=== block 1 ===
==> block_1/cell_classes.png <==
Fill, decap, tap and diode cells in gray.
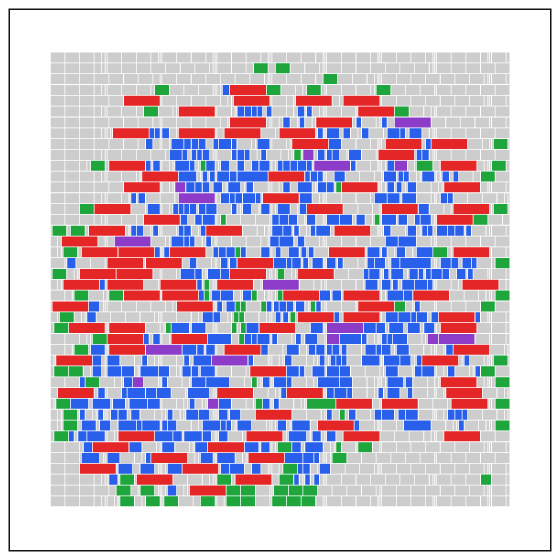

[src/rtl/ones_run_frame_stats_if.sv]
// Sideband, tree-result and frame-result signals between the longest-ones-run
// tree environment (master) and the frame statistics block (slave).
interface ones_run_frame_stats_if #(
  parameter int WORD_SIZE = 256,
  parameter int CNT_W     = 16
);
  localparam int LEN_W = $clog2(WORD_SIZE) + 1;

  logic             in_valid;
  logic             in_last;
  logic [LEN_W-1:0] run_len;
  logic [LEN_W-1:0] thresh;
  logic             alarm;
  logic             res_valid;
  logic             res_ready;
  logic [LEN_W-1:0] res_max;
  logic [CNT_W-1:0] res_words;
  logic [CNT_W-1:0] res_hits;
  logic             res_overrun;

  modport master (
    output in_valid, in_last, run_len, thresh, res_ready,
    input  alarm, res_valid, res_max, res_words, res_hits, res_overrun
  );

  modport slave (
    input  in_valid, in_last, run_len, thresh, res_ready,
    output alarm, res_valid, res_max, res_words, res_hits, res_overrun
  );
endinterface

[src/rtl/ones_run_frame_stats.sv]
// Per-frame statistics behind the pipelined longest-ones-run tree: realigns the
// word sideband to the tree latency, accumulates peak/count/hits, hands one result per frame.
module ones_run_frame_stats #(
  parameter int WORD_SIZE = 256,
  parameter int CNT_W     = 16
) (
  input  logic                  clk,
  input  logic                  rst_n,
  ones_run_frame_stats_if.slave bus
);
  localparam int               LAT     = 1 + $clog2(WORD_SIZE / 8);
  localparam int               LEN_W   = $clog2(WORD_SIZE) + 1;
  localparam logic [CNT_W-1:0] CNT_MAX = '1;

  typedef enum logic {ACC_IDLE, ACC_RUN}    acc_st_e;
  typedef enum logic {RES_EMPTY, RES_FULL}  res_st_e;

  function automatic logic [CNT_W-1:0] sat_inc(input logic [CNT_W-1:0] v);
    return (v == CNT_MAX) ? v : v + 1'b1;
  endfunction

  function automatic logic [LEN_W-1:0] max_len(input logic [LEN_W-1:0] a,
                                               input logic [LEN_W-1:0] b);
    return (a > b) ? a : b;
  endfunction

  logic [LAT-1:0]   vld_dly_q;
  logic [LAT-1:0]   lst_dly_q;

  acc_st_e          acc_st_q;
  logic [LEN_W-1:0] acc_max_q;
  logic [CNT_W-1:0] acc_words_q;
  logic [CNT_W-1:0] acc_hits_q;
  logic             alarm_q;

  res_st_e          res_st_q;
  logic [LEN_W-1:0] res_max_q;
  logic [CNT_W-1:0] res_words_q;
  logic [CNT_W-1:0] res_hits_q;
  logic             res_overrun_q;

  logic             d_valid;
  logic             d_last;
  logic             hit;
  logic             frame_end;
  logic [LEN_W-1:0] base_max;
  logic [CNT_W-1:0] base_words;
  logic [CNT_W-1:0] base_hits;
  logic [LEN_W-1:0] acc_max_d;
  logic [CNT_W-1:0] acc_words_d;
  logic [CNT_W-1:0] acc_hits_d;

  // ---- stage 0: sideband delay line, matches the tree latency (no stall) ----
  always_ff @(posedge clk or negedge rst_n) begin
    if (!rst_n) begin
      vld_dly_q <= '0;
      lst_dly_q <= '0;
    end else begin
      vld_dly_q[0] <= bus.in_valid;
      lst_dly_q[0] <= bus.in_valid & bus.in_last;
      for (int i = 1; i < LAT; i++) begin
        vld_dly_q[i] <= vld_dly_q[i-1];
        lst_dly_q[i] <= lst_dly_q[i-1];
      end
    end
  end

  assign d_valid   = vld_dly_q[LAT-1];
  assign d_last    = lst_dly_q[LAT-1];
  assign hit       = (bus.run_len >= bus.thresh);
  assign frame_end = d_valid & d_last;

  // An idle accumulator contributes nothing, so the first word of a frame starts from zero.
  always_comb begin
    base_max   = '0;
    base_words = '0;
    base_hits  = '0;
    if (acc_st_q == ACC_RUN) begin
      base_max   = acc_max_q;
      base_words = acc_words_q;
      base_hits  = acc_hits_q;
    end
    acc_max_d   = max_len(base_max, bus.run_len);
    acc_words_d = sat_inc(base_words);
    acc_hits_d  = hit ? sat_inc(base_hits) : base_hits;
  end

  // ---- stage 1: frame accumulation and per-word alarm ----
  always_ff @(posedge clk or negedge rst_n) begin
    if (!rst_n) begin
      acc_st_q    <= ACC_IDLE;
      acc_max_q   <= '0;
      acc_words_q <= '0;
      acc_hits_q  <= '0;
      alarm_q     <= 1'b0;
    end else begin
      alarm_q <= d_valid & hit;
      if (d_valid) begin
        if (d_last) begin
          acc_st_q    <= ACC_IDLE;
          acc_max_q   <= '0;
          acc_words_q <= '0;
          acc_hits_q  <= '0;
        end else begin
          acc_st_q    <= ACC_RUN;
          acc_max_q   <= acc_max_d;
          acc_words_q <= acc_words_d;
          acc_hits_q  <= acc_hits_d;
        end
      end
    end
  end

  // ---- stage 2: single-entry result holding register with drop-on-full ----
  always_ff @(posedge clk or negedge rst_n) begin
    if (!rst_n) begin
      res_st_q      <= RES_EMPTY;
      res_max_q     <= '0;
      res_words_q   <= '0;
      res_hits_q    <= '0;
      res_overrun_q <= 1'b0;
    end else begin
      case (res_st_q)
        RES_EMPTY: begin
          if (frame_end) begin
            res_st_q    <= RES_FULL;
            res_max_q   <= acc_max_d;
            res_words_q <= acc_words_d;
            res_hits_q  <= acc_hits_d;
          end
        end
        RES_FULL: begin
          if (bus.res_ready) begin
            if (frame_end) begin
              res_max_q   <= acc_max_d;
              res_words_q <= acc_words_d;
              res_hits_q  <= acc_hits_d;
            end else begin
              res_st_q <= RES_EMPTY;
            end
          end else if (frame_end) begin
            res_overrun_q <= 1'b1;
          end
        end
        default: res_st_q <= RES_EMPTY;
      endcase
    end
  end

  assign bus.alarm       = alarm_q;
  assign bus.res_valid   = (res_st_q == RES_FULL);
  assign bus.res_max     = res_max_q;
  assign bus.res_words   = res_words_q;
  assign bus.res_hits    = res_hits_q;
  assign bus.res_overrun = res_overrun_q;

endmodule
[src/flat_wrapper.sv]
// flat-port wrapper written by rule: the top's interface ports become plain ports
module ones_run_frame_stats_flat 
#(
  parameter int WORD_SIZE = 256,
  parameter int CNT_W     = 16
)
  (clk, rst_n, bus_in_valid, bus_in_last, bus_run_len, bus_thresh, bus_res_ready, bus_alarm, bus_res_valid, bus_res_max, bus_res_words, bus_res_hits, bus_res_overrun);
  ones_run_frame_stats_if #(.WORD_SIZE(WORD_SIZE), .CNT_W(CNT_W)) bus_i ();
  input  logic clk;
  input  logic rst_n;
  input wire logic [$bits(bus_i.in_valid)-1:0] bus_in_valid;
  input wire logic [$bits(bus_i.in_last)-1:0] bus_in_last;
  input wire logic [$bits(bus_i.run_len)-1:0] bus_run_len;
  input wire logic [$bits(bus_i.thresh)-1:0] bus_thresh;
  input wire logic [$bits(bus_i.res_ready)-1:0] bus_res_ready;
  output wire logic [$bits(bus_i.alarm)-1:0] bus_alarm;
  output wire logic [$bits(bus_i.res_valid)-1:0] bus_res_valid;
  output wire logic [$bits(bus_i.res_max)-1:0] bus_res_max;
  output wire logic [$bits(bus_i.res_words)-1:0] bus_res_words;
  output wire logic [$bits(bus_i.res_hits)-1:0] bus_res_hits;
  output wire logic [$bits(bus_i.res_overrun)-1:0] bus_res_overrun;
  assign bus_i.in_valid = bus_in_valid;
  assign bus_i.in_last = bus_in_last;
  assign bus_i.run_len = bus_run_len;
  assign bus_i.thresh = bus_thresh;
  assign bus_i.res_ready = bus_res_ready;
  assign bus_alarm = bus_i.alarm;
  assign bus_res_valid = bus_i.res_valid;
  assign bus_res_max = bus_i.res_max;
  assign bus_res_words = bus_i.res_words;
  assign bus_res_hits = bus_i.res_hits;
  assign bus_res_overrun = bus_i.res_overrun;
  ones_run_frame_stats #(.WORD_SIZE(WORD_SIZE), .CNT_W(CNT_W)) u_core (.clk(clk), .rst_n(rst_n), .bus(bus_i));
endmodule
[config.mk]
export PLATFORM = sky130hd
export DESIGN_NAME = ones_run_frame_stats_flat
export DESIGN_NICKNAME = d
export VERILOG_FILES = /design/src/rtl/ones_run_frame_stats_if.sv /design/src/rtl/ones_run_frame_stats.sv /design/src/flat_wrapper.sv
export SDC_FILE = /design/constraint.sdc
export NUM_CORES = 1
export LEC_CHECK = 0
export CAP_MARGIN = 25
export CORE_MARGIN = 10
export CORE_UTILIZATION = 40
export DETAILED_ROUTE_END_ITERATION = 6
export GPL_TIMING_DRIVEN = 0
export PLACE_DENSITY = 0.68
export SYNTH_ARGS = -nofsm -noshare
export SYNTH_HDL_FRONTEND = slang
export SYNTH_SLANG_ARGS = --single-unit
[constraint.sdc]
create_clock -name clk -period 10.9 [get_ports clk]
set_clock_uncertainty 0.2 [all_clocks]
set_input_delay 2.725 -clock clk [delete_from_list [all_inputs] [get_ports clk]]
set_output_delay 2.725 -clock clk [all_outputs]
set_load 0.03 [all_outputs]
=== block 2 ===
<file path="config.mk">
export PLATFORM = sky130hd
export DESIGN_NAME = binary_erosion_3x3
export DESIGN_NICKNAME = d
export VERILOG_FILES = /design/src/rtl/binary_erosion_3x3.sv
export SDC_FILE = /design/constraint.sdc
export NUM_CORES = 1
export LEC_CHECK = 0
export CAP_MARGIN = 15
export CORE_UTILIZATION = 43
export DETAILED_ROUTE_END_ITERATION = 6
export DONT_BUFFER_PORTS = 1
export HOLD_SLACK_MARGIN = 0.05
export PLACE_DENSITY = 0.68
export REMOVE_ABC_BUFFERS = 1
export SYNTH_ARGS = -nofsm -noshare
export SYNTH_HDL_FRONTEND = slang
export SYNTH_SLANG_ARGS = --single-unit
</file>
<file path="constraint.sdc">
create_clock -name clk -period 50 [get_ports clk]
set_input_delay 12.5 -clock clk [delete_from_list [all_inputs] [get_ports clk]]
set_output_delay 12.5 -clock clk [all_outputs]
set_load 0.005 [all_outputs]
</file>
<file path="src/rtl/binary_erosion_3x3.sv">
// binary_erosion_3x3
//   3x3 morphological erosion of a 1-bit pixel stream. Two 1-bit line buffers
//   supply rows r-1 and r-2, a 3x3 window shift register holds the
//   neighbourhood, and a registered AND reduction produces the output.
//   Every output lags its input by exactly 2 cycles. The eroded image is
//   therefore shifted down and right by one pixel.
//
// Parameters
//   IMG_WIDTH : max active pixels per line (line-buffer depth)
//   CNT_W     : column/row counter width, 2^CNT_W > IMG_WIDTH and > line count
//
// Ports
//   clk, rst_n           : pixel clock, asynchronous active-low reset
//   vsync_in, hsync_in   : frame/line syncs (frame starts on vsync rising edge)
//   de_in, pix_in        : pixel valid and binary pixel (1 = foreground)
//   erode_en             : 1 = erosion, 0 = delay-matched bypass
//   vsync_out, hsync_out : syncs delayed 2 cycles
//   de_out, pix_out      : de delayed 2 cycles, eroded pixel aligned with it
module binary_erosion_3x3 #(
    parameter int unsigned IMG_WIDTH = 640,
    parameter int unsigned CNT_W     = 11
) (
    input  logic clk,
    input  logic rst_n,
    input  logic vsync_in,
    input  logic hsync_in,
    input  logic de_in,
    input  logic pix_in,
    input  logic erode_en,
    output logic vsync_out,
    output logic hsync_out,
    output logic de_out,
    output logic pix_out
);

    localparam int unsigned      AW      = (IMG_WIDTH > 1) ? $clog2(IMG_WIDTH) : 1;
    localparam logic [CNT_W-1:0] WIDTH_C = CNT_W'(IMG_WIDTH);
    localparam logic [CNT_W-1:0] ONE     = CNT_W'(1);
    localparam logic [CNT_W-1:0] TWO     = CNT_W'(2);
    localparam logic [CNT_W-1:0] ROW_MAX = '1;

    logic [CNT_W-1:0] col_cnt_q, row_cnt_q;
    logic             vsync_s1_q, hsync_s1_q, de_s1_q, pix_s1_q, valid_s1_q;
    logic [2:0]       win_top_q, win_mid_q, win_bot_q;   // rows r-2, r-1, r

    logic             lb0 [IMG_WIDTH];                   // row r-1
    logic             lb1 [IMG_WIDTH];                   // row r-2

    logic             in_range, vs_rise, de_fall, lb0_rd, lb1_rd, valid_d;
    logic [AW-1:0]    lb_addr;

    always_comb begin
        in_range = (col_cnt_q < WIDTH_C);
        // Only meaningful when in_range; truncation is safe under that guard.
        lb_addr  = col_cnt_q[AW-1:0];
        lb0_rd   = 1'b0;
        lb1_rd   = 1'b0;
        if (in_range) begin
            lb0_rd = lb0[lb_addr];
            lb1_rd = lb1[lb_addr];
        end
        vs_rise  = vsync_in & ~vsync_s1_q;
        de_fall  = de_s1_q & ~de_in;
        valid_d  = (row_cnt_q >= TWO) && (col_cnt_q >= TWO) && in_range;
    end

    // Line buffers: read-before-write, contents need no reset since the
    // border masking never lets stale data reach the output.
    always_ff @(posedge clk) begin
        if (de_in && in_range) begin
            lb0[lb_addr] <= pix_in;
            lb1[lb_addr] <= lb0_rd;
        end
    end

    // Position counters.
    always_ff @(posedge clk or negedge rst_n) begin
        if (!rst_n) begin
            col_cnt_q <= '0;
            row_cnt_q <= '0;
        end else begin
            if (!de_in) begin
                col_cnt_q <= '0;
            end else if (col_cnt_q != WIDTH_C) begin
                col_cnt_q <= col_cnt_q + ONE;
            end
            if (vs_rise) begin
                row_cnt_q <= '0;
            end else if (de_fall && (row_cnt_q != ROW_MAX)) begin
                row_cnt_q <= row_cnt_q + ONE;
            end
        end
    end

    // Stage 1: window shift and delayed controls.
    always_ff @(posedge clk or negedge rst_n) begin
        if (!rst_n) begin
            vsync_s1_q <= 1'b0;
            hsync_s1_q <= 1'b0;
            de_s1_q    <= 1'b0;
            pix_s1_q   <= 1'b0;
            valid_s1_q <= 1'b0;
            win_top_q  <= '0;
            win_mid_q  <= '0;
            win_bot_q  <= '0;
        end else begin
            vsync_s1_q <= vsync_in;
            hsync_s1_q <= hsync_in;
            de_s1_q    <= de_in;
            pix_s1_q   <= pix_in;
            valid_s1_q <= valid_d;
            if (de_in) begin
                win_top_q <= {win_top_q[1:0], lb1_rd};
                win_mid_q <= {win_mid_q[1:0], lb0_rd};
                win_bot_q <= {win_bot_q[1:0], pix_in};
            end
        end
    end

    // Stage 2: registered outputs.
    always_ff @(posedge clk or negedge rst_n) begin
        if (!rst_n) begin
            vsync_out <= 1'b0;
            hsync_out <= 1'b0;
            de_out    <= 1'b0;
            pix_out   <= 1'b0;
        end else begin
            vsync_out <= vsync_s1_q;
            hsync_out <= hsync_s1_q;
            de_out    <= de_s1_q;
            pix_out   <= de_s1_q & (erode_en ? (valid_s1_q & (&{win_top_q, win_mid_q, win_bot_q}))
                                             : pix_s1_q);
        end
    end

endmodule
</file>
=== block 3 ===
### config.mk
export PLATFORM = sky130hd
export DESIGN_NAME = gray_seq_gen
export DESIGN_NICKNAME = d
export VERILOG_FILES = /design/src/rtl/gray_pkg.sv /design/src/rtl/gray_seq_gen.sv
export SDC_FILE = /design/constraint.sdc
export NUM_CORES = 1
export LEC_CHECK = 0
export ABC_AREA = 0
export CELL_PAD_IN_SITES_DETAIL_PLACEMENT = 1
export CELL_PAD_IN_SITES_GLOBAL_PLACEMENT = 1
export CORE_AREA = 2 2 84 86
export DETAILED_ROUTE_END_ITERATION = 10
export DIE_AREA = 0 0 86 88
export PLACE_DENSITY = 0.81
export SETUP_SLACK_MARGIN = 0.4
export SYNTH_ARGS = -nofsm -noshare
export SYNTH_HDL_FRONTEND = slang
export SYNTH_SLANG_ARGS = --single-unit
### constraint.sdc
create_clock -name clk -period 3.2 [get_ports clk]
set_clock_uncertainty 0.15 [all_clocks]
set_input_delay 0.64 -clock clk [delete_from_list [all_inputs] [get_ports clk]]
set_output_delay 0.64 -clock clk [all_outputs]
set_load 0.01 [all_outputs]
### src/rtl/gray_pkg.sv
// ----------------------------------------------------------------------------
// gray_pkg
// Shared types and helpers for the Gray-code sequence source.
//   gseq_state_t : burst controller states (IDLE, RUN, DONE)
//   bin2gray     : binary -> reflected Gray conversion; operands up to
//                  GRAY_MAX_W bits, zero-extended, so callers of any smaller
//                  width keep the low bits of the result.
// ----------------------------------------------------------------------------
package gray_pkg;

    localparam int GRAY_MAX_W = 32;

    typedef enum logic [1:0] {
        IDLE = 2'd0,
        RUN  = 2'd1,
        DONE = 2'd2
    } gseq_state_t;

    // Zero-extension keeps the MSB of the narrow code equal to the binary MSB.
    function automatic logic [GRAY_MAX_W-1:0] bin2gray(input logic [GRAY_MAX_W-1:0] bin);
        return bin ^ (bin >> 1);
    endfunction

endpackage

### src/rtl/gray_seq_gen.sv
// ----------------------------------------------------------------------------
// gray_seq_gen
// On a start pulse, emits a burst of num_beats consecutive Gray codes starting
// at binary base data_in, counting up (dir=1) or down (dir=0) modulo 2**size,
// over a valid/ready stream.
// Ports:
//   clk, rst_n          clock (rising edge), async active-low reset
//   start, dir          burst request (IDLE only), count direction
//   data_in, num_beats  base value and burst length (0 = empty burst)
//   abort               cancel a running burst, no done pulse
//   out_valid/out_ready stream handshake
//   data_out, bin_out   Gray / binary value of the current count
//   out_last            final beat of the burst
//   busy, done          RUN/DONE indicator, one-cycle end-of-burst pulse
// All outputs are registered.
// ----------------------------------------------------------------------------
module gray_seq_gen
    import gray_pkg::*;
#(
    parameter int size = 10
) (
    input  logic            clk,
    input  logic            rst_n,
    input  logic            start,
    input  logic            dir,
    input  logic [size-1:0] data_in,
    input  logic [size-1:0] num_beats,
    input  logic            abort,
    output logic            out_valid,
    input  logic            out_ready,
    output logic [size-1:0] data_out,
    output logic [size-1:0] bin_out,
    output logic            out_last,
    output logic            busy,
    output logic            done
);

    localparam logic [size-1:0] ZERO_C = {size{1'b0}};
    localparam logic [size-1:0] ONE_C  = {{(size-1){1'b0}}, 1'b1};

    gseq_state_t     state_r, state_nx_s;
    logic [size-1:0] bin_r, bin_nx_s;
    logic [size-1:0] rem_r, rem_nx_s;
    logic            dir_r, dir_nx_s;

    logic            out_valid_r, out_last_r, busy_r, done_r;
    logic [size-1:0] data_out_r;
    logic            valid_nx_s, last_nx_s, busy_nx_s, done_nx_s;
    logic [size-1:0] gray_nx_s;
    logic [GRAY_MAX_W-1:0] gray_wide_s;

    logic xfer_s;
    assign xfer_s = out_valid_r & out_ready;

    // State register.
    always_ff @(posedge clk or negedge rst_n) begin
        if (!rst_n) begin
            state_r <= IDLE;
        end else begin
            state_r <= state_nx_s;
        end
    end

    // Next-state logic; abort wins over a same-cycle transfer.
    always_comb begin
        state_nx_s = state_r;
        case (state_r)
            IDLE: begin
                if (start) begin
                    state_nx_s = (num_beats == ZERO_C) ? DONE : RUN;
                end else begin
                    state_nx_s = IDLE;
                end
            end
            RUN: begin
                if (abort) begin
                    state_nx_s = IDLE;
                end else if (xfer_s && (rem_r == ONE_C)) begin
                    state_nx_s = DONE;
                end else begin
                    state_nx_s = RUN;
                end
            end
            DONE:    state_nx_s = IDLE;
            default: state_nx_s = IDLE;
        endcase
    end

    // Counter next values. The final transfer does not advance bin so that
    // data_out/bin_out keep showing the last emitted beat while idle.
    always_comb begin
        bin_nx_s = bin_r;
        rem_nx_s = rem_r;
        dir_nx_s = dir_r;
        case (state_r)
            IDLE: begin
                if (start && (num_beats != ZERO_C)) begin
                    bin_nx_s = data_in;
                    rem_nx_s = num_beats;
                    dir_nx_s = dir;
                end else begin
                    bin_nx_s = bin_r;
                end
            end
            RUN: begin
                if (abort) begin
                    rem_nx_s = ZERO_C;
                end else if (xfer_s) begin
                    rem_nx_s = rem_r - ONE_C;
                    if (rem_r != ONE_C) begin
                        bin_nx_s = dir_r ? (bin_r + ONE_C) : (bin_r - ONE_C);
                    end else begin
                        bin_nx_s = bin_r;
                    end
                end else begin
                    rem_nx_s = rem_r;
                end
            end
            DONE:    rem_nx_s = ZERO_C;
            default: rem_nx_s = ZERO_C;
        endcase
    end

    // Output next values, derived from the next state so outputs are flops.
    always_comb begin
        valid_nx_s  = (state_nx_s == RUN);
        last_nx_s   = valid_nx_s && (rem_nx_s == ONE_C);
        busy_nx_s   = (state_nx_s != IDLE);
        done_nx_s   = (state_nx_s == DONE);
        gray_wide_s = bin2gray({{(GRAY_MAX_W-size){1'b0}}, bin_nx_s});
        gray_nx_s   = gray_wide_s[size-1:0];
    end

    // Datapath and output registers.
    always_ff @(posedge clk or negedge rst_n) begin
        if (!rst_n) begin
            bin_r       <= ZERO_C;
            rem_r       <= ZERO_C;
            dir_r       <= 1'b0;
            data_out_r  <= ZERO_C;
            out_valid_r <= 1'b0;
            out_last_r  <= 1'b0;
            busy_r      <= 1'b0;
            done_r      <= 1'b0;
        end else begin
            bin_r       <= bin_nx_s;
            rem_r       <= rem_nx_s;
            dir_r       <= dir_nx_s;
            data_out_r  <= gray_nx_s;
            out_valid_r <= valid_nx_s;
            out_last_r  <= last_nx_s;
            busy_r      <= busy_nx_s;
            done_r      <= done_nx_s;
        end
    end

    assign out_valid = out_valid_r;
    assign out_last  = out_last_r;
    assign busy      = busy_r;
    assign done      = done_r;
    assign data_out  = data_out_r;
    assign bin_out   = bin_r;

endmodule

=== block 4 ===
File: config.mk
export PLATFORM = sky130hd
export DESIGN_NAME = posicionador_embarcacao
export DESIGN_NICKNAME = d
export VERILOG_FILES = /design/src/rtl/embarcacao_pkg.sv /design/src/rtl/detector_borda.sv /design/src/rtl/posicionador_embarcacao.sv
export SDC_FILE = /design/constraint.sdc
export NUM_CORES = 1
export LEC_CHECK = 0
export CAP_MARGIN = 20
export CORE_ASPECT_RATIO = 0.75
export CORE_MARGIN = 1
export CORE_UTILIZATION = 49
export DETAILED_ROUTE_END_ITERATION = 8
export DONT_BUFFER_PORTS = 1
export PLACE_DENSITY = 0.63
export SLEW_MARGIN = 10
export SYNTH_ARGS = -nofsm -noshare
export SYNTH_HDL_FRONTEND = slang
export SYNTH_SLANG_ARGS = --single-unit
File: constraint.sdc
create_clock -name clk -period 4.1 [get_ports clk]
set_input_delay 0.82 -clock clk [delete_from_list [all_inputs] [get_ports clk]]
set_output_delay 0.82 -clock clk [all_outputs]
set_load 0.05 [all_outputs]
File: src/rtl/embarcacao_pkg.sv
// Shared constants, types and helpers for the ship placement block.
package embarcacao_pkg;

  // Packed output vector layout: cell k spans [8k+10 : 8k+3].
  localparam int CellStride   = 8;
  localparam int CellXOffset  = 6;
  localparam int CellYOffset  = 10;
  localparam int NumCelulas   = 7;

  // Flag bits in the low end of the vector.
  localparam int BitVisivel    = 0;
  localparam int BitOrientacao = 1;
  localparam int BitFixado     = 2;

  // Board geometry; coordinate codes run CodigoMin..TamTabuleiro.
  localparam int TamTabuleiro = 8;
  localparam int CodigoMin    = 1;

  localparam logic OrientHorizontal = 1'b0;
  localparam logic OrientVertical   = 1'b1;

  typedef enum logic [1:0] {
    StOcioso,
    StPosicionando,
    StVerificando,
    StFixado
  } estado_e;

  // Occupancy bitmap index for 1-based codes: (y-1)*8 + (x-1), mod-64 arithmetic.
  function automatic logic [5:0] endereco_celula(input logic [3:0] x, input logic [3:0] y);
    return {2'b00, y} * 6'd8 + {2'b00, x} - 6'd9;
  endfunction

endpackage

File: src/rtl/detector_borda.sv
// Rising-edge detector: one history flop, combinational pulse on the first high sample.
module detector_borda (
  input  logic clk_i,
  input  logic rst_i,
  input  logic sinal_i,
  output logic borda_o
);

  logic hist_q, hist_d;

  // History follows the input every cycle.
  always_comb hist_d = sinal_i;

  // History register with synchronous reset.
  always_ff @(posedge clk_i) begin
    if (rst_i) hist_q <= 1'b0;
    else       hist_q <= hist_d;
  end

  assign borda_o = sinal_i & ~hist_q;

endmodule

File: src/rtl/posicionador_embarcacao.sv
// Ship placement: button-driven anchor/orientation, board clamping, overlap check
// on confirm, and the packed position vector for the ship renderers.
module posicionador_embarcacao
  import embarcacao_pkg::*;
#(
  parameter int unsigned TAMANHO   = 4,
  parameter int unsigned X_INICIAL = 1,
  parameter int unsigned Y_INICIAL = 1
) (
  input  logic        clk,
  input  logic        rst,
  input  logic        habilita,
  input  logic        cima,
  input  logic        baixo,
  input  logic        esquerda,
  input  logic        direita,
  input  logic        girar,
  input  logic        confirmar,
  input  logic [63:0] ocupacao,
  output logic [63:0] posicoesEmbarcacao,
  output logic        pronto,
  output logic        rejeitado
);

  // Distance from anchor to the far cell, widened so bound checks cannot wrap.
  localparam logic [4:0] Ext       = 5'(TAMANHO - 1);
  localparam logic [4:0] Limite    = 5'(TamTabuleiro);
  localparam logic [3:0] AncoraMax = 4'(TamTabuleiro + 1 - int'(TAMANHO));
  localparam logic [2:0] IdxUltimo = 3'(TAMANHO - 1);
  localparam logic [3:0] CodMin    = 4'(CodigoMin);

  logic b_cima, b_baixo, b_esquerda, b_direita, b_girar, b_confirmar;

  detector_borda u_borda_cima (
    .clk_i(clk), .rst_i(rst), .sinal_i(cima), .borda_o(b_cima)
  );
  detector_borda u_borda_baixo (
    .clk_i(clk), .rst_i(rst), .sinal_i(baixo), .borda_o(b_baixo)
  );
  detector_borda u_borda_esquerda (
    .clk_i(clk), .rst_i(rst), .sinal_i(esquerda), .borda_o(b_esquerda)
  );
  detector_borda u_borda_direita (
    .clk_i(clk), .rst_i(rst), .sinal_i(direita), .borda_o(b_direita)
  );
  detector_borda u_borda_girar (
    .clk_i(clk), .rst_i(rst), .sinal_i(girar), .borda_o(b_girar)
  );
  detector_borda u_borda_confirmar (
    .clk_i(clk), .rst_i(rst), .sinal_i(confirmar), .borda_o(b_confirmar)
  );

  estado_e     estado_q, estado_d;
  logic [3:0]  ax_q, ax_d, ay_q, ay_d;
  logic        orient_q, orient_d;
  logic [2:0]  idx_q, idx_d;
  logic        rej_q, rej_d;
  logic [63:0] pos_q, pos_d;

  logic [4:0]  fim_x, fim_y;
  logic [3:0]  cel_x, cel_y;
  logic        vertical;

  assign vertical = (orient_q == OrientVertical);

  // Far-end coordinates of the ship and the cell under check this cycle.
  always_comb begin
    fim_x = {1'b0, ax_q} + (vertical ? 5'd0 : Ext);
    fim_y = {1'b0, ay_q} + (vertical ? Ext : 5'd0);
    cel_x = ax_q + (vertical ? 4'd0 : {1'b0, idx_q});
    cel_y = ay_q + (vertical ? {1'b0, idx_q} : 4'd0);
  end

  // FSM next state, anchor/orientation moves and overlap check.
  always_comb begin
    estado_d = estado_q;
    ax_d     = ax_q;
    ay_d     = ay_q;
    orient_d = orient_q;
    idx_d    = idx_q;
    rej_d    = 1'b0;
    case (estado_q)
      StOcioso: begin
        if (habilita) estado_d = StPosicionando;
      end
      StPosicionando: begin
        if (!habilita) begin
          estado_d = StOcioso;
        end else if (b_confirmar) begin
          estado_d = StVerificando;
          idx_d    = 3'd0;
        end else if (b_girar) begin
          orient_d = ~orient_q;
          // Rotation always happens; pull the anchor back if the new axis overflows.
          if (vertical) begin
            if ({1'b0, ax_q} + Ext > Limite) ax_d = AncoraMax;
          end else begin
            if ({1'b0, ay_q} + Ext > Limite) ay_d = AncoraMax;
          end
        end else if (b_cima) begin
          if (fim_y < Limite) ay_d = ay_q + 4'd1;
        end else if (b_baixo) begin
          if (ay_q > CodMin) ay_d = ay_q - 4'd1;
        end else if (b_esquerda) begin
          if (ax_q > CodMin) ax_d = ax_q - 4'd1;
        end else if (b_direita) begin
          if (fim_x < Limite) ax_d = ax_q + 4'd1;
        end
      end
      StVerificando: begin
        if (ocupacao[endereco_celula(cel_x, cel_y)]) begin
          rej_d    = 1'b1;
          estado_d = StPosicionando;
        end else if (idx_q == IdxUltimo) begin
          estado_d = StFixado;
        end else begin
          idx_d = idx_q + 3'd1;
        end
      end
      StFixado: begin
        estado_d = StFixado;
      end
      default: estado_d = StOcioso;
    endcase
  end

  // Packed vector from current state; cells past the ship repeat its last cell.
  always_comb begin
    logic [3:0] desloc;
    desloc = 4'd0;
    pos_d  = '0;
    pos_d[BitVisivel]    = (estado_q != StOcioso);
    pos_d[BitOrientacao] = orient_q;
    pos_d[BitFixado]     = (estado_q == StFixado);
    for (int k = 0; k < NumCelulas; k++) begin
      desloc = (k < int'(TAMANHO)) ? 4'(k) : 4'(TAMANHO - 1);
      pos_d[CellStride*k + CellXOffset -: 4] = ax_q + (vertical ? 4'd0 : desloc);
      pos_d[CellStride*k + CellYOffset -: 4] = ay_q + (vertical ? desloc : 4'd0);
    end
  end

  // State registers with synchronous reset.
  always_ff @(posedge clk) begin
    if (rst) begin
      estado_q <= StOcioso;
      ax_q     <= 4'(X_INICIAL);
      ay_q     <= 4'(Y_INICIAL);
      orient_q <= OrientHorizontal;
      idx_q    <= 3'd0;
      rej_q    <= 1'b0;
      pos_q    <= '0;
    end else begin
      estado_q <= estado_d;
      ax_q     <= ax_d;
      ay_q     <= ay_d;
      orient_q <= orient_d;
      idx_q    <= idx_d;
      rej_q    <= rej_d;
      pos_q    <= pos_d;
    end
  end

  assign posicoesEmbarcacao = pos_q;
  assign pronto             = (estado_q == StFixado);
  assign rejeitado          = rej_q;

endmodule

==> block_1/final_placement.png <==
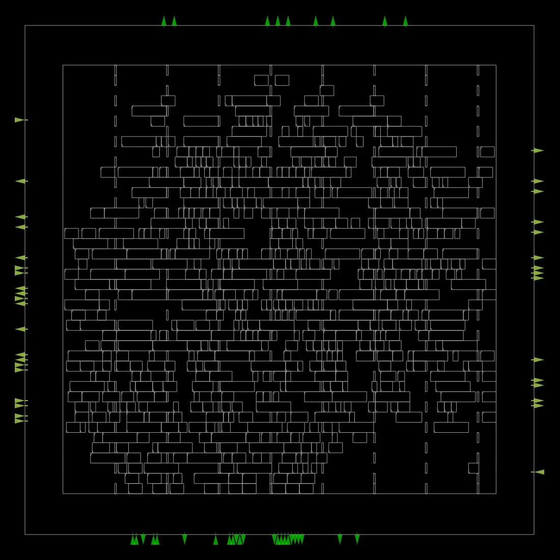
flop share of the area: 37.5%
Final Instance Count excl. Fillers: 816
Tap Cells: 176
Core Util, Final: 49.5%

About block_1/cell_classes.png:
| color | class | cells | share of their area |
|---|---|---|---|
| blue | all other logic | 431 | 44% |
| purple | clock drivers and dummy loads | 16 | 4.4% |
| red | flip-flops | 98 | 39% |
| green | other buffers and delay cells | 95 | 13% |
core box area: 13,200 µm²
Final Cell Area: 6530 µm²

==> ci_impl_report.md, block 1 <==
## PnR job results

| Metric | Value |
|---|---|
| Initial antenna violation count | 0 |
| # Cells Yosys | approximately 560 |
| Tmin final | 5.34 ns |
| I/O Buffers | between 60 and 70 |
| Slew headroom | between 40% and 50% |
| Setup TNS | 0 ns |
| Vias | about 4,600 |
| Die W | approximately 140 µm |
| Worst Hold Path EP | u_core.lst_dly_q[2] |
| # hold bufs at CTS | 0 |
| CP Data Arrival Time | roughly 5.4 ns |
| Synth Seq Share | between 40% and 50% |
| First-pass GRT wire length | ~24 mm |
| Detail Route Antenna Nets | 0 |
| Worst path depth | 9 |
| Outcome | finished, final reports clean |
| Cell Area, Placed | approximately 6300 µm² |
| Max power group | registers |
| Top_reg_cell synth | dfrtp_1 |
| P_seq | between 0.4 and 0.5 mW |
| Cts repair resizes | 0 |
| Largest net degree at the start of global routing | 58 |
| Via density | between 5 and 6 |
| Sequential power share | a little over two fifths |
| Commonest Layout Cell | dfrtp_1 |
| Worst reg-to-reg setup slack | ~6.5 ns |
| H-tree depth | 3 |
| Max Buffers Root-to-Sink | 2 |
| Post-synth cell types | roughly 62 |
| Critical path's largest stage delay | 0.70 ns |
==> block 1: final cells by class <==
type                            count  area, µm²  area share (%)
Multi-Input combinational cell    402       2670            40.9
Clock buffer                        9        225            3.45
Tap cell                          176        220            3.37
Timing Repair Buffer               67        678            10.4
Clock inverter                      7       55.1           0.843
Buffer                             28        120            1.84
Inverter                           29        109            1.67
Sequential cell                    98       2450            37.5
==> block 1: routing by layer <==
layer,global-route usage [%],share of wire [%],vias to the layer above
met5,0,0,-
met4,5.86,2.6,0
met3,4.41,6.7,35
met2,25.9,46,160
met1,21.5,44,2251
li1,-,-,2173
==> block 1: sequential cells by signal, indices dropped and copies added (netlist names), 6 cells and up <==
register	cells
u_core.vld_dly_q	6
u_core.bus.res_hits	16
u_core.acc_words_q	16
u_core.acc_hits_q	16
u_core.acc_max_q	9
u_core.lst_dly_q	6
u_core.bus.res_words	16
u_core.bus.res_max	9
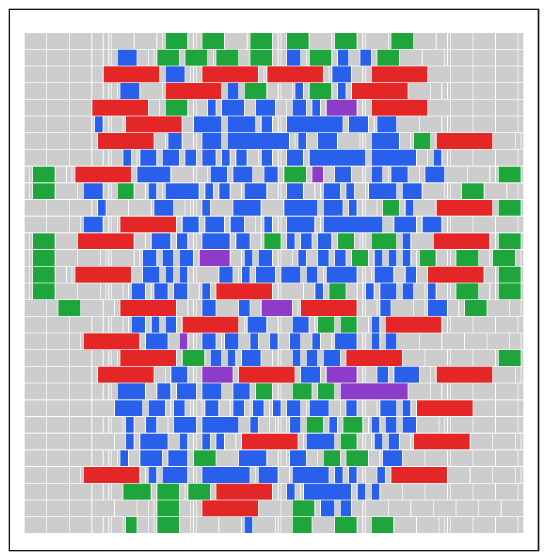
(block_3/cell_classes.png)
Fill, decap, tap and diode cells in gray.
| color | class | cells | share of their area |
|---|---|---|---|
| blue | all other logic | 201 | 47% |
| purple | clock drivers and dummy loads | 8 | 3.5% |
| red | flip-flops | 36 | 29% |
| green | other buffers and delay cells | 65 | 20% |

==> block_3/wire_density.png <==
The die is cut into 17 by 18 equal tiles; dark blue is low, red is high, scaled to the fullest tile. Values are wire area over tile area, all layers added.
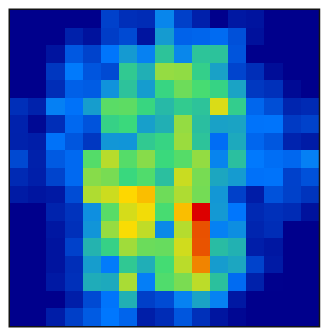
densest ninth of the die: center
fullest tile: 0.66
emptiest ninth of the die: south-east
tiles over half the peak: 16%

==> ci_impl_report.md, block 3 <==
## PnR job results

| Metric | Value |
|---|---|
| DRT iter0 DRCs | ~110 |
| Flop share of the area | between 20 and 30% |
| Sequential power share | 30.2% |
| Slew at the pin with the worst max-slew slack | roughly 0.84 ns |
| YS chip area | 2270 µm² |
| Dpl hpwl | 5.51 mm |
| P_seq | between 0.7 and 0.8 mW |
| Number of multi-input logic gates | approximately 190 |
| Tool warnings | 28 |
| Crit end category | flop |
| Combinational share of cell area | 44.3% |
| Critical path's largest stage delay | 0.56 ns |
| Avg Cell Area, Syn | about 9.3 µm² |
| Core box area | between 6000 and 7000 µm² |
| Logic area | roughly 1400 µm² |
| GP Congestion | about 0.91 |
| Most instantiated library cell after synthesis | dfrtp_1 |
| Max Buffers Root-to-Sink | 2 |
| Leakage power | ~1.3 nW |
| Tap Cells | 80 |
| CTS buffer count | 5 |
| Outcome | finished, final reports clean |
| Post-synth EDFFs | 0 |
| FP Core Util | 34.1% |
| Die extent in y | ~90 µm |
| CP required | 3.25 ns |
| I/O Buffers | roughly 49 |
| Die W | 86 µm |
| Fin crit share | ~88% |
| Simple share | about 23% |
| Via density | ~5.7 |
| Post-synth top area cell | dfrtp_1 |
| Area grow syn2layout | 40.0% |
| CP top delay family | simple AND/OR/NAND/NOR gates |
| GRT overflow | 0 |
| Total wire length | ~7.6 mm |
[block 3: metrics by stage]
stage                     setup slack (ns)  std cells  setup TNS, ns  hold WS (ns)  total power [mW]
final                                0.399        390              0         0.284              2.35
after global routing                 0.328        390              0         0.357              2.51
after floorplan                      0.538        243              0         0.194              1.34
after detailed placement           -0.0279        378        -0.0279         0.398              1.80
after global placement               0.127        378              0         0.400              1.75
after CTS                            0.405        389              0         0.320              2.25
[block 3: metal layers]
metal	up-vias	part of all wire (%)	track usage (%)	routed length [µm]
met4	0	3.8	11.4	287
li1	1024	-	-	-
met3	30	4.3	2.92	325
met5	-	0	0	0
met1	1104	41	24.8	3090
met2	70	51	35.2	3890
[block 3: sequential cells by signal, summed over array words and instances, names as in the netlist, 2 cells and up]
| name | cells |
|---|---|
| data_out | 9 |
| rem_r | 10 |
| state_r | 2 |
| bin_out | 10 |
[block 3: final timing paths]
path                         startpoint        to  cells after the start
hold / removal                    rst_n  rem_r[1]                      1
setup reg to reg             state_r[0]  out_last                      7
min in group clk               rem_r[1]  rem_r[1]                      1
setup / recovery           num_beats[8]  out_last                      9
hold reg to reg                rem_r[1]  rem_r[1]                      1
max in group asynchronous         rst_n  rem_r[4]                      1
==> block_2/wire_density.png <==
The die is cut into 36 by 36 equal tiles; dark blue is low, red is high, scaled to the fullest tile. Values are wire area over tile area, all layers added.
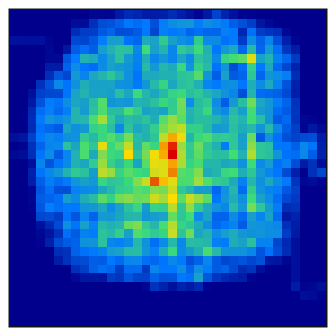
nearly empty tiles: 30%
mean over tiles: 0.20
fullest tile: 0.89
tiles over half the peak: 8.0%
densest ninth of the die: center

==> ci_impl_report.md, block 2 <==
## PnR job results

| Metric | Value |
|---|---|
| Outcome | finished with violations |
| Failing checks | design-rule violations, max-slew violations |
| Synth Seq Share | 72.9% |
| Top Usage Layer GRT | met2 |
| CP required | around 50 ns |
| Final antenna diode count | 2 |
| Post-synth regs | approximately 1,300 |
| Setup TNS | 0 ns |
| Top sig layer | met5 |
| Largest net degree at the start of global routing | about 640 |
| Leakage power | between 15 and 20 nW |
| NonClk Buf Share | under 10% |
| CTS sink cnt | about 1,300 |
| Std-Cell Rows | ~130 |
| Final Instance Count excl. Fillers | approximately 5,100 |
| Slew headroom | -55.7% |
| Final hold violations | 0 |
| Fmax | between 70 and 80 MHz |
| Pins Over Slew Limit | roughly 420 |
| Clock buffer count | 168 |
| Global Route Usage Sum | about 23% |
| Max Buffers Root-to-Sink | 3 |
| Tool warnings | around 54 |
| Cells after Synth | around 3,400 |
| Tap Cells | between 1,500 and 2,000 |
| M2 GR Usage | roughly 36% |
| Post-route DRC | 3 |
| Detail Route Antenna Nets | 0 |
| # Cells Yosys | ~3,400 |
| Initial antenna violation count | 5 |
| Kind of critical path | in -> reg |
| FF/Latch Area | approximately 40,000 µm² |
| Number of multi-input logic gates | about 1,800 |
| WL/cell | just under 30 µm |
| Synth Cell Area | 54,100 µm² |
| Flop share of the area | about two thirds |
| Top_reg_cell synth | edfxtp_1 |
| First-pass GRT wire length | approximately 210 mm |
| Layout cells sized above 1 | between 10% and 20% |
| Most instantiated library cell after synthesis | edfxtp_1 |
| Max-Cap Viols | 0 |
| Post-synth top area cell | edfxtp_1 |
==> block 2: layout by cell type, fill, tap and decap left out, types with 19 or more instances in the layout <==
cell type	Yosys	final
edfxtp_1	1280	1280
nor2_1	704	704
mux2i_1	448	448
o22ai_1	200	200
clkbuf_16	0	135
mux4_2	101	101
buf_4	30	70
nand2_1	87	62
dfrtp_1	40	37
nor4_1	35	35
clkinv_1	2	30
clkbuf_1	166	30
nand2_2	0	25
clkinv_2	0	22
nand3_1	20	20
a21oi_1	19	19
==> block 2: where the power goes <==
group,internal [mW],switching [mW],total [mW]
Sequential,1.24,0.00426,1.25
Combinational,0.0374,0.0785,0.116
Clock,0.537,0.422,0.960
Total,1.82,0.505,2.32
==> block 2: final timing paths <==
check,slack (ns),endpoint,start,cells after the start
setup / recovery,36.20,lb0[503],pix_in,0
hold / removal,0.36,hsync_out,hsync_s1_q,0
setup reg to reg,42.65,lb1[217],col_cnt_q[0],13
hold reg to reg,0.36,hsync_out,hsync_s1_q,0
max in group asynchronous,38.43,col_cnt_q[1],rst_n,0
min in group asynchronous,11.43,pix_out,rst_n,0
==> block_4/cell_classes.png <==
Fill, decap, tap and diode cells in gray.
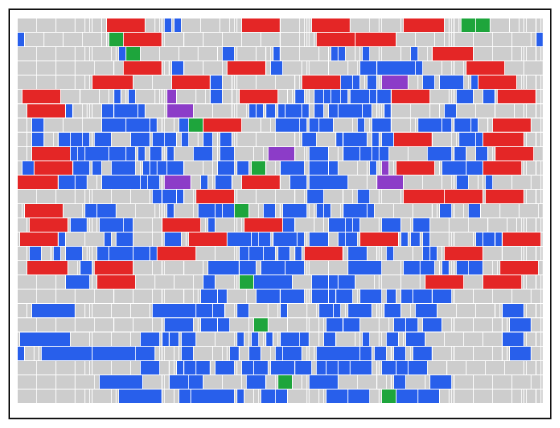
| color | class | cells | share of their area |
|---|---|---|---|
| red | flip-flops | 52 | 30% |
| blue | all other logic | 306 | 66% |
| green | other buffers and delay cells | 11 | 2.3% |
| purple | clock drivers and dummy loads | 7 | 2.2% |
Final Cell Area: 3680 µm²
Std-Cell Rows: 27
flop share of the area: 28.6%

==> ci_impl_report.md, block 4 <==
## PnR job results

| Metric | Value |
|---|---|
| Outcome | finished, final reports clean |
| Aoi share | between 10% and 20% |
| FF-to-FF Start | ax_q[1] |
| GRT overflow | 0 |
| Worst path depth | 13 |
| HP Class | reg -> reg |
| Drt pass-1 iters | 4 |
| Die W | 103 µm |
| Slowest-stage cell, CP | ha_1 |
| Yosys Warn Count | 0 |
| Adders+Majority by Area | 10.2% |
| Nonclk buf count | 11 |
| Setup TNS | 0 ns |
| FF/Latch Area | about 1100 µm² |
| Post CTS Setup Buffer Count | 0 |
| Type of origin of the critical path | flop |
| Largest net degree at the start of global routing | between 50 and 60 |
| Synth Cell Area | 3740 µm² |
==> block 4: per-stage QoR <==
stage / hold WS, ns / utilization, % / power [mW] / cell area, µm² / worst slack (ns)
finish: 0.493 / 50.0 / 0.987 / 3680 / 0.375
detailed placement: 0.481 / 48.9 / 0.727 / 3600 / 0.375
global route: 0.507 / 50.0 / 1.03 / 3680 / 0.0164
global placement: 0.463 / 48.9 / 0.725 / 3600 / 0.482
CTS: 0.493 / 50.0 / 0.997 / 3680 / 0.353
floorplan: 0.451 / - / 0.728 / 3760 / 0.667
==> block 4: per-layer routing <==
layer	up-vias	GRT usage, %	share of wire, %
met2	95	27.3	42
met5	-	0	0
li1	1325	-	-
met3	9	5.86	6.8
met4	0	4.37	0.81
met1	1278	30.0	51
==> block 4: registers in the layout (all words and copies together) (netlist names) <==
name	count
u_borda_cima.hist_q	1
idx_q	3
u_borda_girar.hist_q	1
estado_q	2
ay_q	4
posicoesEmbarcacao	31
u_borda_esquerda.hist_q	1
orient_q	1
u_borda_direita.hist_q	1
u_borda_confirmar.hist_q	1
rejeitado	1
u_borda_baixo.hist_q	1
ax_q	4

==> notes/layouts.md <==
Pictures saved along the way, in no particular order.

I/O nets highlighted.
image #1
The bar under the picture is 20 µm long.
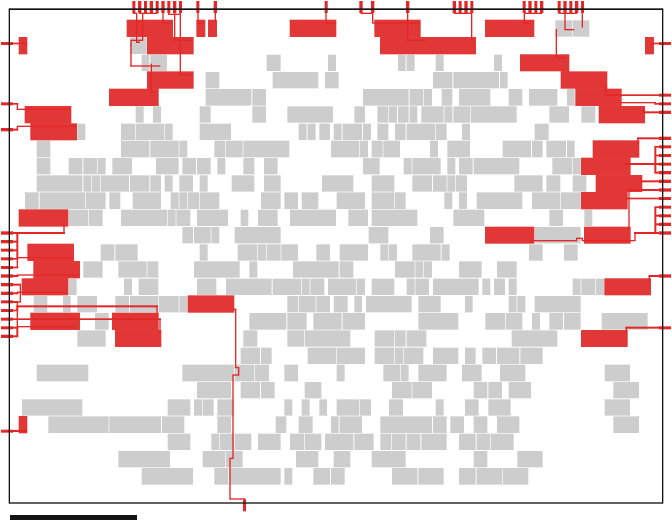
image #2
The bar under the picture is 100 µm long.
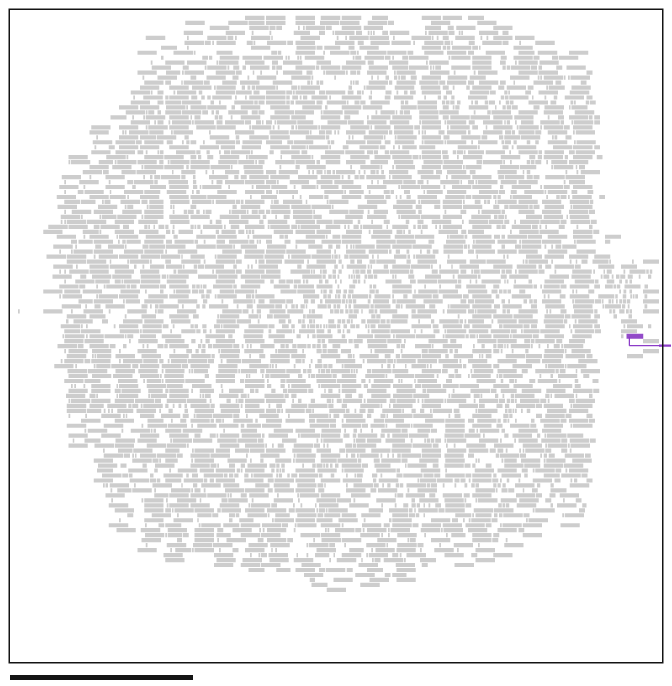
image #3
The bar under the picture is 50 µm long.
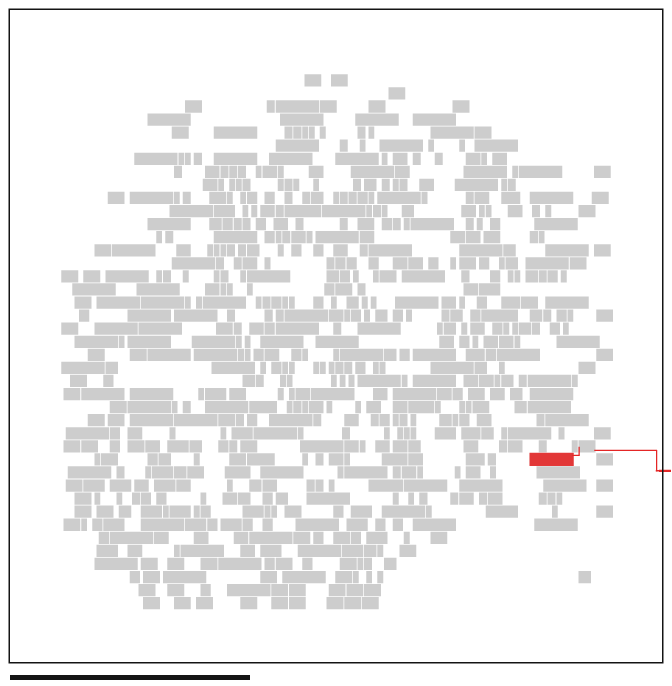
image #4
The bar under the picture is 20 µm long.
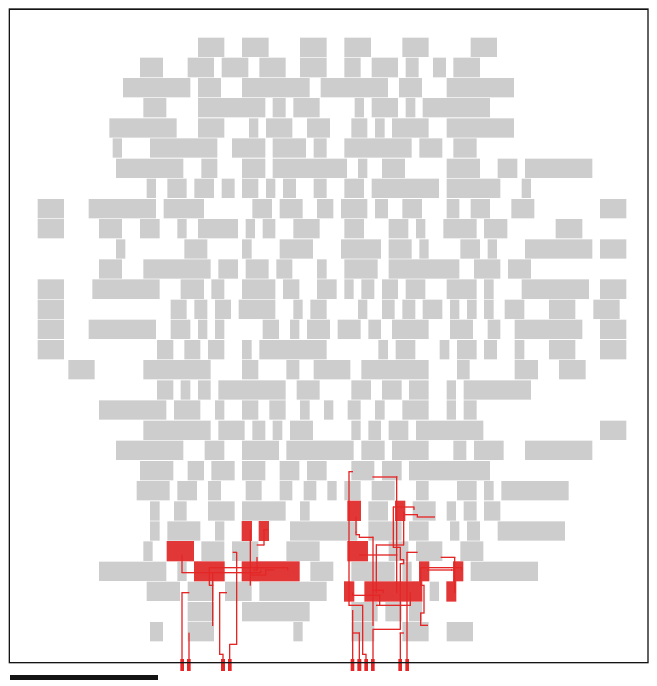
Of these, most cells: image #2
Of these, fewest cells: image #4
Block 4 is image #1.
Block 1 is image #3.
Block 2 is image #2.
Block 3 is image #4.

Key to image #2:
| color | port | bits | direction | end cells | buffers | wire |
|---|---|---|---|---|---|---|
| purple | `hsync_in` | 1 | input | 1 | 0 | 22.0 µm |



==> notes/layouts.md <==
Pictures saved along the way, in no particular order.

Supply network.
picture 1
The bar under the picture is 50 µm long. Pins as bars on the die edge. Tap cells in gray.
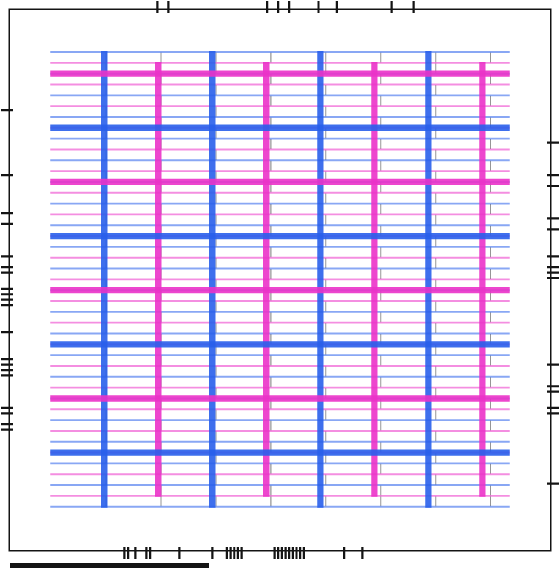
picture 2
The bar under the picture is 100 µm long. Pins as bars on the die edge. Tap cells in gray.
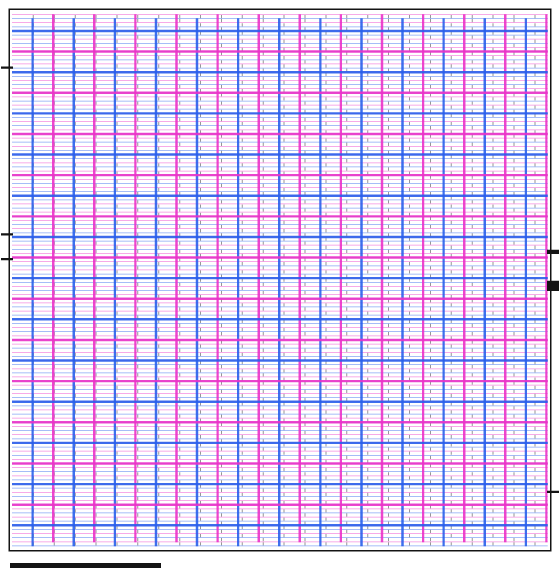
picture 3
The bar under the picture is 20 µm long. Pins as bars on the die edge. Tap cells in gray.
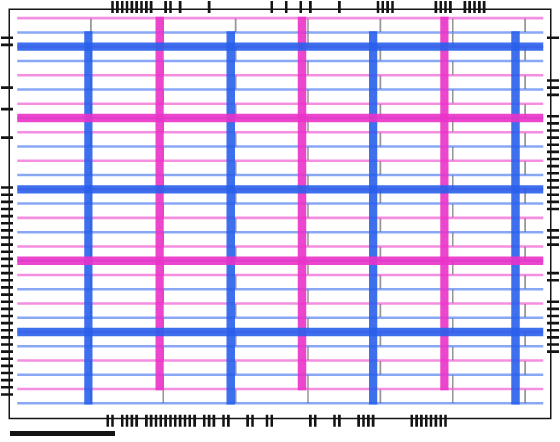
picture 4
The bar under the picture is 20 µm long. Pins as bars on the die edge. Tap cells in gray.
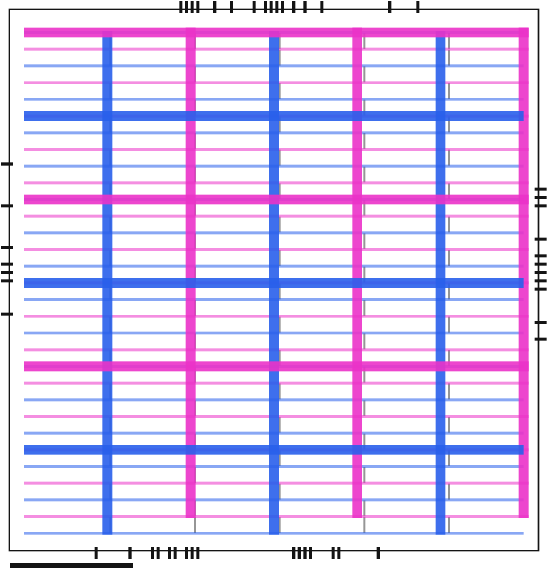
For block 3, see picture 4.
For block 1, see picture 1.
For block 4, see picture 3.
For block 2, see picture 2.
The one with the most pins is picture 3.

Power is estimated from default activity; no workload was simulated.
